# ---- sys_ctrl_regfile ----
sys_ctrl_regfile, metal 2:
Cells faint in the background.
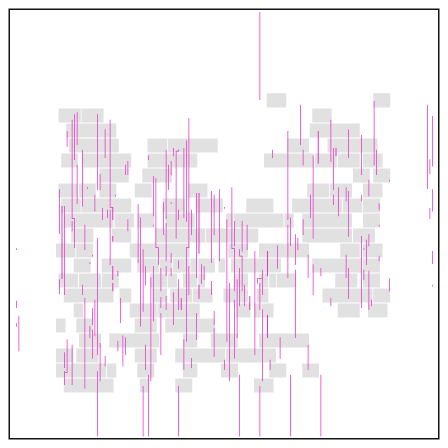

===== src/rtl/sys_ctrl_regfile.sv =====
// Host command controller in front of the register file: decodes UART write/read frames.
// Optional write acknowledge byte enabled by defining SYS_CTRL_WR_ACK_EN.
module sys_ctrl_regfile #(
    parameter int                    DATA_WIDTH = 8,
    parameter int                    ADDR_WIDTH = 4,
    parameter logic [DATA_WIDTH-1:0] CMD_WR     = 'hAA,
    parameter logic [DATA_WIDTH-1:0] CMD_RD     = 'hBB
) (
    input  logic                  CLK,
    input  logic                  RST,
    input  logic [DATA_WIDTH-1:0] RX_P_DATA,
    input  logic                  RX_D_VLD,
    input  logic [DATA_WIDTH-1:0] RdData,
    input  logic                  TX_BUSY,
    output logic                  WrEn,
    output logic                  RdEn,
    output logic [ADDR_WIDTH-1:0] Address,
    output logic [DATA_WIDTH-1:0] WrData,
    output logic [DATA_WIDTH-1:0] TX_P_DATA,
    output logic                  TX_D_VLD
);

    typedef enum logic [2:0] {
        IDLE,
        WR_ADDR,
        WR_DATA,
        RD_ADDR,
        RD_WAIT,
        TX_SEND
`ifdef SYS_CTRL_WR_ACK_EN
        , ACK_SEND
`endif
    } state_t;

    state_t                state, state_n;
    logic [ADDR_WIDTH-1:0] addr_n;
    logic [DATA_WIDTH-1:0] wdata_n, txd_n;
    logic                  wr_n, rd_n, vld_n;
    logic                  bad_q, bad_n;
    logic                  cap_q, cap_n;
    logic                  addr_ok;

    assign addr_ok = (RX_P_DATA[DATA_WIDTH-1:ADDR_WIDTH] == '0);

    always_ff @(posedge CLK or negedge RST) begin
        if (!RST) begin
            state     <= IDLE;
            Address   <= '0;
            WrData    <= '0;
            TX_P_DATA <= '0;
            WrEn      <= 1'b0;
            RdEn      <= 1'b0;
            TX_D_VLD  <= 1'b0;
            bad_q     <= 1'b0;
            cap_q     <= 1'b0;
        end else begin
            state     <= state_n;
            Address   <= addr_n;
            WrData    <= wdata_n;
            TX_P_DATA <= txd_n;
            WrEn      <= wr_n;
            RdEn      <= rd_n;
            TX_D_VLD  <= vld_n;
            bad_q     <= bad_n;
            cap_q     <= cap_n;
        end
    end

    always_comb begin
        state_n = state;
        addr_n  = Address;
        wdata_n = WrData;
        txd_n   = TX_P_DATA;
        wr_n    = 1'b0;
        rd_n    = 1'b0;
        vld_n   = 1'b0;
        bad_n   = bad_q;
        cap_n   = cap_q;
        case (state)
            IDLE: begin
                if (RX_D_VLD) begin
                    if (RX_P_DATA == CMD_WR)      state_n = WR_ADDR;
                    else if (RX_P_DATA == CMD_RD) state_n = RD_ADDR;
                end
            end
            WR_ADDR: begin
                if (RX_D_VLD) begin
                    // an out-of-range write still consumes its data byte
                    bad_n = !addr_ok;
                    if (addr_ok) addr_n = RX_P_DATA[ADDR_WIDTH-1:0];
                    state_n = WR_DATA;
                end
            end
            WR_DATA: begin
                if (RX_D_VLD) begin
                    if (!bad_q) begin
                        wdata_n = RX_P_DATA;
                        wr_n    = 1'b1;
                    end
`ifdef SYS_CTRL_WR_ACK_EN
                    txd_n   = bad_q ? DATA_WIDTH'(8'hEE) : DATA_WIDTH'(8'h55);
                    state_n = ACK_SEND;
`else
                    state_n = IDLE;
`endif
                end
            end
            RD_ADDR: begin
                if (RX_D_VLD) begin
                    if (addr_ok) begin
                        addr_n  = RX_P_DATA[ADDR_WIDTH-1:0];
                        rd_n    = 1'b1;
                        state_n = RD_WAIT;
                    end else begin
                        state_n = IDLE;
                    end
                end
            end
            RD_WAIT: begin
                cap_n   = 1'b1;
                state_n = TX_SEND;
            end
            TX_SEND: begin
                // RdData is valid on the first TX_SEND cycle; capture it exactly once
                if (cap_q) begin
                    txd_n = RdData;
                    cap_n = 1'b0;
                end
                if (!TX_BUSY) begin
                    vld_n   = 1'b1;
                    state_n = IDLE;
                end
            end
`ifdef SYS_CTRL_WR_ACK_EN
            ACK_SEND: begin
                if (!TX_BUSY) begin
                    vld_n   = 1'b1;
                    state_n = IDLE;
                end
            end
`endif
            default: state_n = IDLE;
        endcase
    end

endmodule

===== config.mk =====
export PLATFORM = sky130hd
export DESIGN_NAME = sys_ctrl_regfile
export DESIGN_NICKNAME = d
export VERILOG_FILES = /design/src/rtl/sys_ctrl_regfile.sv
export SDC_FILE = /design/constraint.sdc
export NUM_CORES = 1
export LEC_CHECK = 0
export ABC_AREA = 0
export CORE_MARGIN = 8
export CORE_UTILIZATION = 30
export DETAILED_ROUTE_END_ITERATION = 6
export GPL_TIMING_DRIVEN = 0
export HOLD_SLACK_MARGIN = 0.03
export PLACE_DENSITY = 0.68
export SETUP_SLACK_MARGIN = 0.15
export SYNTH_ARGS = -nofsm -noshare
export SYNTH_HDL_FRONTEND = slang
export SYNTH_SLANG_ARGS = --single-unit

===== constraint.sdc =====
create_clock -name CLK -period 1.75 [get_ports CLK]
set_input_delay 0.525 -clock CLK [delete_from_list [all_inputs] [get_ports CLK]]
set_output_delay 0.525 -clock CLK [all_outputs]
set_load 0.02 [all_outputs]

# ---- seq_bit_serializer_flat ----
`src/rtl/seq_bit_serializer_if.sv`:
```
// Word handshake toward the serializer plus the serial stream it drives to the detector.
interface seq_bit_serializer_if #(
    parameter int WIDTH = 8
);
    logic             in_valid;
    logic [WIDTH-1:0] in_data;
    logic             in_ready;
    logic             x;
    logic             x_valid;
    logic             busy;

    modport master (
        output in_valid, in_data,
        input  in_ready, x, x_valid, busy
    );

    modport slave (
        input  in_valid, in_data,
        output in_ready, x, x_valid, busy
    );
endinterface

```
`src/rtl/seq_bit_serializer.sv`:
```
// Parallel-to-serial front end with a one-word holding register for gapless frames.
// Optional even-parity trailer bit per frame when SER_PARITY_EN is defined.
module seq_bit_serializer #(
    parameter int WIDTH     = 8,
    parameter bit MSB_FIRST = 1'b1
) (
    input logic                clk,
    input logic                reset_n,
    seq_bit_serializer_if.slave bus
);
`ifdef SER_PARITY_EN
    localparam int FRAME = WIDTH + 1;
`else
    localparam int FRAME = WIDTH;
`endif
    localparam int CNT_W = (FRAME > 1) ? $clog2(FRAME) : 1;

    logic [WIDTH-1:0] shift_reg, shift_n;
    logic [WIDTH-1:0] hold_reg, hold_n;
    logic [CNT_W-1:0] bit_cnt, cnt_n;
    logic             active, active_n;
    logic             hold_full, hold_full_n;
    logic             x_r, x_n;
    logic             x_valid_r, x_valid_n;
    logic             in_ready_r;
    logic             busy_r;
`ifdef SER_PARITY_EN
    logic             par_reg, par_n;
`endif

    logic             accept;
    logic             last_bit;
    logic             load;
    logic [WIDTH-1:0] load_word;

    function automatic logic head_bit(input logic [WIDTH-1:0] w);
        return MSB_FIRST ? w[WIDTH-1] : w[0];
    endfunction

    function automatic logic [WIDTH-1:0] advance(input logic [WIDTH-1:0] w);
        return MSB_FIRST ? {w[WIDTH-2:0], 1'b0} : {1'b0, w[WIDTH-1:1]};
    endfunction

    assign accept   = bus.in_valid && in_ready_r;
    assign last_bit = active && (bit_cnt == CNT_W'(FRAME - 1));

    always_comb begin
        shift_n     = shift_reg;
        hold_n      = hold_reg;
        cnt_n       = bit_cnt;
        active_n    = active;
        hold_full_n = hold_full;
        x_n         = x_r;
        x_valid_n   = x_valid_r;
        load        = 1'b0;
        load_word   = bus.in_data;
`ifdef SER_PARITY_EN
        par_n       = par_reg;
`endif
        if (!active) begin
            load = accept;
        end else if (!last_bit) begin
            cnt_n   = bit_cnt + CNT_W'(1);
            x_n     = head_bit(shift_reg);
            shift_n = advance(shift_reg);
`ifdef SER_PARITY_EN
            if (bit_cnt == CNT_W'(WIDTH - 1)) x_n = par_reg;
`endif
            if (accept) begin
                hold_n      = bus.in_data;
                hold_full_n = 1'b1;
            end
        end else if (hold_full) begin
            // Held word takes over the shifter on the same edge the frame ends.
            load        = 1'b1;
            load_word   = hold_reg;
            hold_full_n = 1'b0;
        end else if (accept) begin
            load = 1'b1;
        end else begin
            active_n  = 1'b0;
            cnt_n     = '0;
            x_n       = 1'b0;
            x_valid_n = 1'b0;
        end

        if (load) begin
            active_n  = 1'b1;
            x_valid_n = 1'b1;
            cnt_n     = '0;
            x_n       = head_bit(load_word);
            shift_n   = advance(load_word);
`ifdef SER_PARITY_EN
            par_n     = ^load_word;
`endif
        end
    end

    always_ff @(posedge clk or negedge reset_n) begin
        if (!reset_n) begin
            shift_reg  <= '0;
            hold_reg   <= '0;
            bit_cnt    <= '0;
            active     <= 1'b0;
            hold_full  <= 1'b0;
            x_r        <= 1'b0;
            x_valid_r  <= 1'b0;
            in_ready_r <= 1'b1;
            busy_r     <= 1'b0;
`ifdef SER_PARITY_EN
            par_reg    <= 1'b0;
`endif
        end else begin
            shift_reg  <= shift_n;
            hold_reg   <= hold_n;
            bit_cnt    <= cnt_n;
            active     <= active_n;
            hold_full  <= hold_full_n;
            x_r        <= x_n;
            x_valid_r  <= x_valid_n;
            in_ready_r <= !hold_full_n;
            busy_r     <= active_n || hold_full_n;
`ifdef SER_PARITY_EN
            par_reg    <= par_n;
`endif
        end
    end

    assign bus.x        = x_r;
    assign bus.x_valid  = x_valid_r;
    assign bus.in_ready = in_ready_r;
    assign bus.busy     = busy_r;
endmodule

```
`src/flat_wrapper.sv`:
```
// flat-port wrapper written by rule: the top's interface ports become plain ports
module seq_bit_serializer_flat 
#(
    parameter int WIDTH     = 8,
    parameter bit MSB_FIRST = 1'b1
)
  (clk, reset_n, bus_in_valid, bus_in_data, bus_in_ready, bus_x, bus_x_valid, bus_busy);
  seq_bit_serializer_if #(.WIDTH(WIDTH)) bus_i ();
  input logic clk;
  input logic reset_n;
  input wire logic [$bits(bus_i.in_valid)-1:0] bus_in_valid;
  input wire logic [$bits(bus_i.in_data)-1:0] bus_in_data;
  output wire logic [$bits(bus_i.in_ready)-1:0] bus_in_ready;
  output wire logic [$bits(bus_i.x)-1:0] bus_x;
  output wire logic [$bits(bus_i.x_valid)-1:0] bus_x_valid;
  output wire logic [$bits(bus_i.busy)-1:0] bus_busy;
  assign bus_i.in_valid = bus_in_valid;
  assign bus_i.in_data = bus_in_data;
  assign bus_in_ready = bus_i.in_ready;
  assign bus_x = bus_i.x;
  assign bus_x_valid = bus_i.x_valid;
  assign bus_busy = bus_i.busy;
  seq_bit_serializer #(.WIDTH(WIDTH), .MSB_FIRST(MSB_FIRST)) u_core (.clk(clk), .reset_n(reset_n), .bus(bus_i));
endmodule
```
`config.mk`:
```
export PLATFORM = sky130hd
export DESIGN_NAME = seq_bit_serializer_flat
export DESIGN_NICKNAME = d
export VERILOG_FILES = /design/src/rtl/seq_bit_serializer_if.sv /design/src/rtl/seq_bit_serializer.sv /design/src/flat_wrapper.sv
export SDC_FILE = /design/constraint.sdc
export NUM_CORES = 1
export LEC_CHECK = 0
export CAP_MARGIN = 20
export CORE_ASPECT_RATIO = 1.75
export CORE_MARGIN = 2
export CORE_UTILIZATION = 40
export CTS_CLUSTER_SIZE = 20
export DETAILED_ROUTE_END_ITERATION = 10
export PLACE_DENSITY = 0.72
export SLEW_MARGIN = 10
export SYNTH_ARGS = -nofsm -noshare
export SYNTH_HDL_FRONTEND = slang
export SYNTH_SLANG_ARGS = --single-unit
export TNS_END_PERCENT = 30
```
`constraint.sdc`:
```
create_clock -name clk -period 2.9 [get_ports clk]
set_clock_uncertainty 0.05 [all_clocks]
set_input_delay 0.58 -clock clk [delete_from_list [all_inputs] [get_ports clk]]
set_output_delay 0.58 -clock clk [all_outputs]
set_load 0.1 [all_outputs]
```
seq_bit_serializer_flat, met3 routing:
Scale bar: 10 µm. Cells faint in the background.
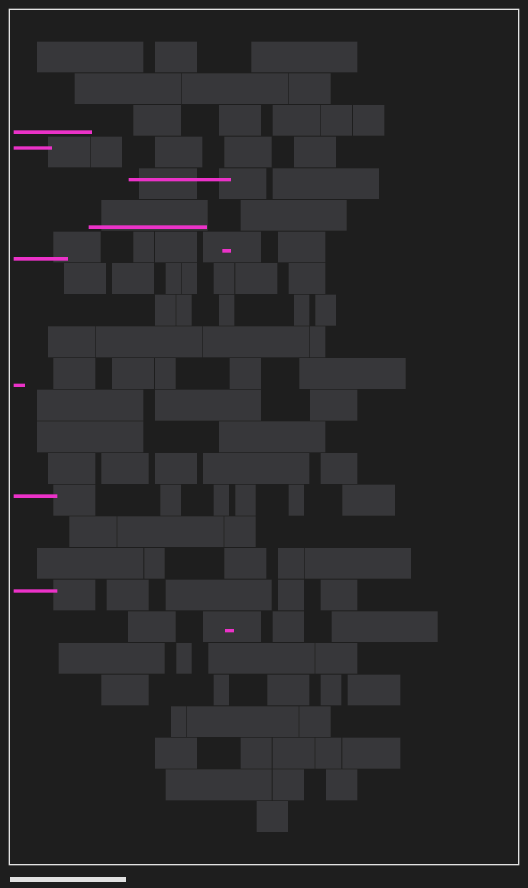
wire length on this layer: 40.2 µm
nets with wire on the layer: 7
share of all routed wire: 2.3%
Vias: 697
final wirelength: 1.783 mm
grt met3 use: 2.211%

seq_bit_serializer_flat, metal layers overlaid:
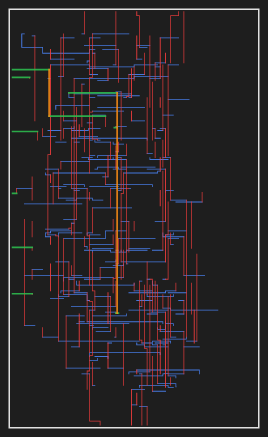
legend:
  red:
    layer: M2
    wire_length: 975 µm
  orange:
    layer: M4
    wire_length: 46.9 µm
  green:
    layer: M3
    wire_length: 40.2 µm
  blue:
    layer: M1
    wire_length: 722 µm
total global-route track usage: 13.17%
wire per inst: 13.93 µm

==> results.py, seq_bit_serializer_flat <==
# Synthesis and PnR figures
metrics = {
    "timing": {
        "finalSetupTns_ns": 0,
    },
    "synthesis": {
        "yosysTopAreaCell": "dfrtp_1",
        "async_reset_ff_share_pct": 100.0,
        "synth-seq-cells": 24,
        "syn-num-nets": 98,
        "area_leaders": "dfrtp_1, mux2_2, mux2i_1, o21ai_0, buf_6",
        "top_cells_by_count": "dfrtp_1, mux2_2, mux2i_1, nand2_1, o21ai_0",
        "synth.avg_cell_area_um2": 12.95,
    },
    "finish": {
        "fin_area_mm2": 0.001287,
        "clockBufferCount": 4,
        "fill_cells": 247,
        "inverters": 2,
        "largest_reg_flops": 8,
    },
    "routing": {
        "drc_errors": 0,
    },
    "floorplan": {
        "core-area_mm2": 0.002659,
    },
    "cts": {
        "root_buffer": "clkbuf_8",
        "path_clk_slew_ns": 0.08,
        "cts_buffer_depth": 2,
    },
    "critical_path": {
        "crit_path_cell_trace": "ha_1, ha_1, nor2b_4, or2_1, o21ai_2, mux2_2",
        "critical_path.top_delay_family": "simple AND/OR/NAND/NOR gates",
        "r2r_slack_ns": 0.88,
        "cp-end-kind": "flop",
    },
    "hold_path": {
        "hold-path-endpoint": "u_core.shift_reg[3]",
    },
    "power": {
        "power_frac_clock_pct": 13.5,
    },
    "status": {
        "status": "completed",
    },
}
sys_ctrl_regfile, met3 routing:
Scale bar: 20 µm. Cells faint in the background.
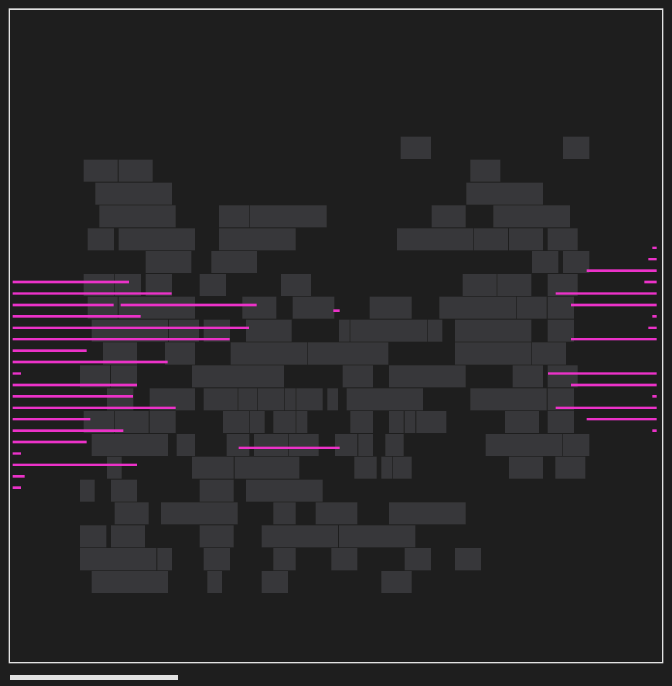
longest straight run: 27.8 µm
nets with wire on the layer: 35
final wirelength: 2.667 mm
grt met3 use: 6.452%
Vias: 806

sys_ctrl_regfile, routing congestion:
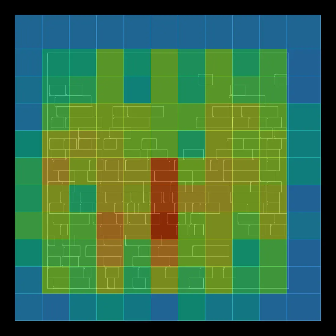
total global-route track usage: 9.527%
GR peak layer: met2
post-layout util: 46.72%

## Picture notes: 'metal 2' of sys_ctrl_regfile
nets with wire on the layer: 137
main direction: vertical
share of all routed wire: 43%
wire length on this layer: 1160 µm
longest straight run: 23.5 µm
GRT met2 Usage: 14.62%

==> results.py, sys_ctrl_regfile <==
# Synthesis and PnR figures
metrics = {
    "status": {
        "status": "completed",
    },
    "power": {
        "maxPowerGroup": "registers",
        "seq_power_mw": 0.735,
        "power_frac_clock_pct": 33.6,
        "peakVddDrop_uv": 505.6,
    },
    "synthesis": {
        "compound_area_share_pct": 4.066,
        "syn-num-nets": 99,
        "ys_cells": 79,
        "syn_inst": 79,
        "top_cells_by_count": "dfrtp_1, mux2_2, nor2_1",
    },
    "global_routing": {
        "grt_max_degree": 29,
        "grt_pass1_vias": 945,
    },
    "placement": {
        "placedCellCount": 169,
    },
    "routing": {
        "wl_met2_mm": 1.158,
        "drt-wirelength-per-cell_um": 15.15,
    },
    "critical_path": {
        "critPathRequiredTime_ns": 1.92,
        "crit_slowest_cell": "clkdlybuf4s50_1",
        "crit_buf_inv": 1,
    },
    "finish": {
        "comb_share_pct": 27.72,
        "final_cell_mix": "dfrtp_1, dlygate4sd2_1, mux2_2",
        "comb.multi_input.count": 49,
    },
    "floorplan": {
        "ios": 43,
    },
    "timing": {
        "fin_crit_ns": 1.566,
        "hold_violations": 0,
    },
}


==> notes/layouts.md <==
Pictures saved along the way, in no particular order.

Clock distribution.
image #1
Scale bar: 10 µm.
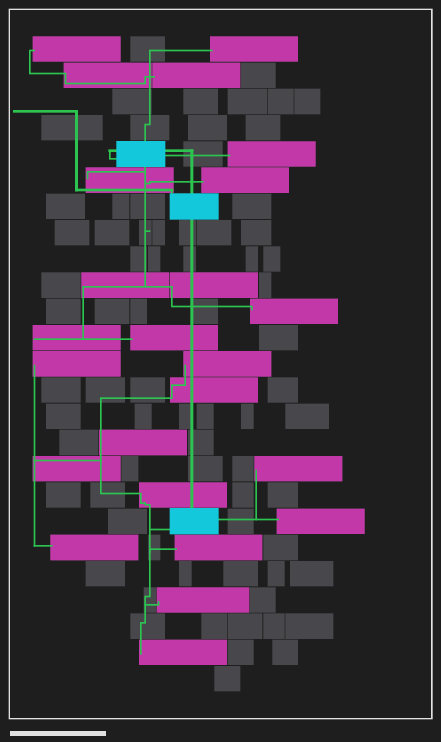
image #2
Scale bar: 20 µm.
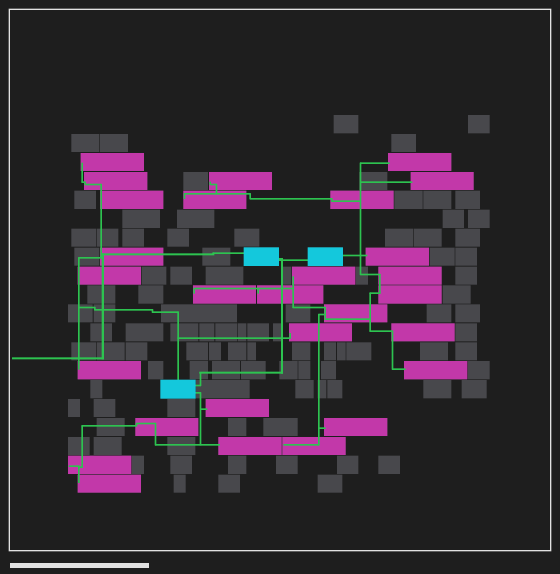
- image #1 = seq_bit_serializer_flat
- image #2 = sys_ctrl_regfile

No activity file was given, so power comes from the tool's default toggle rates.
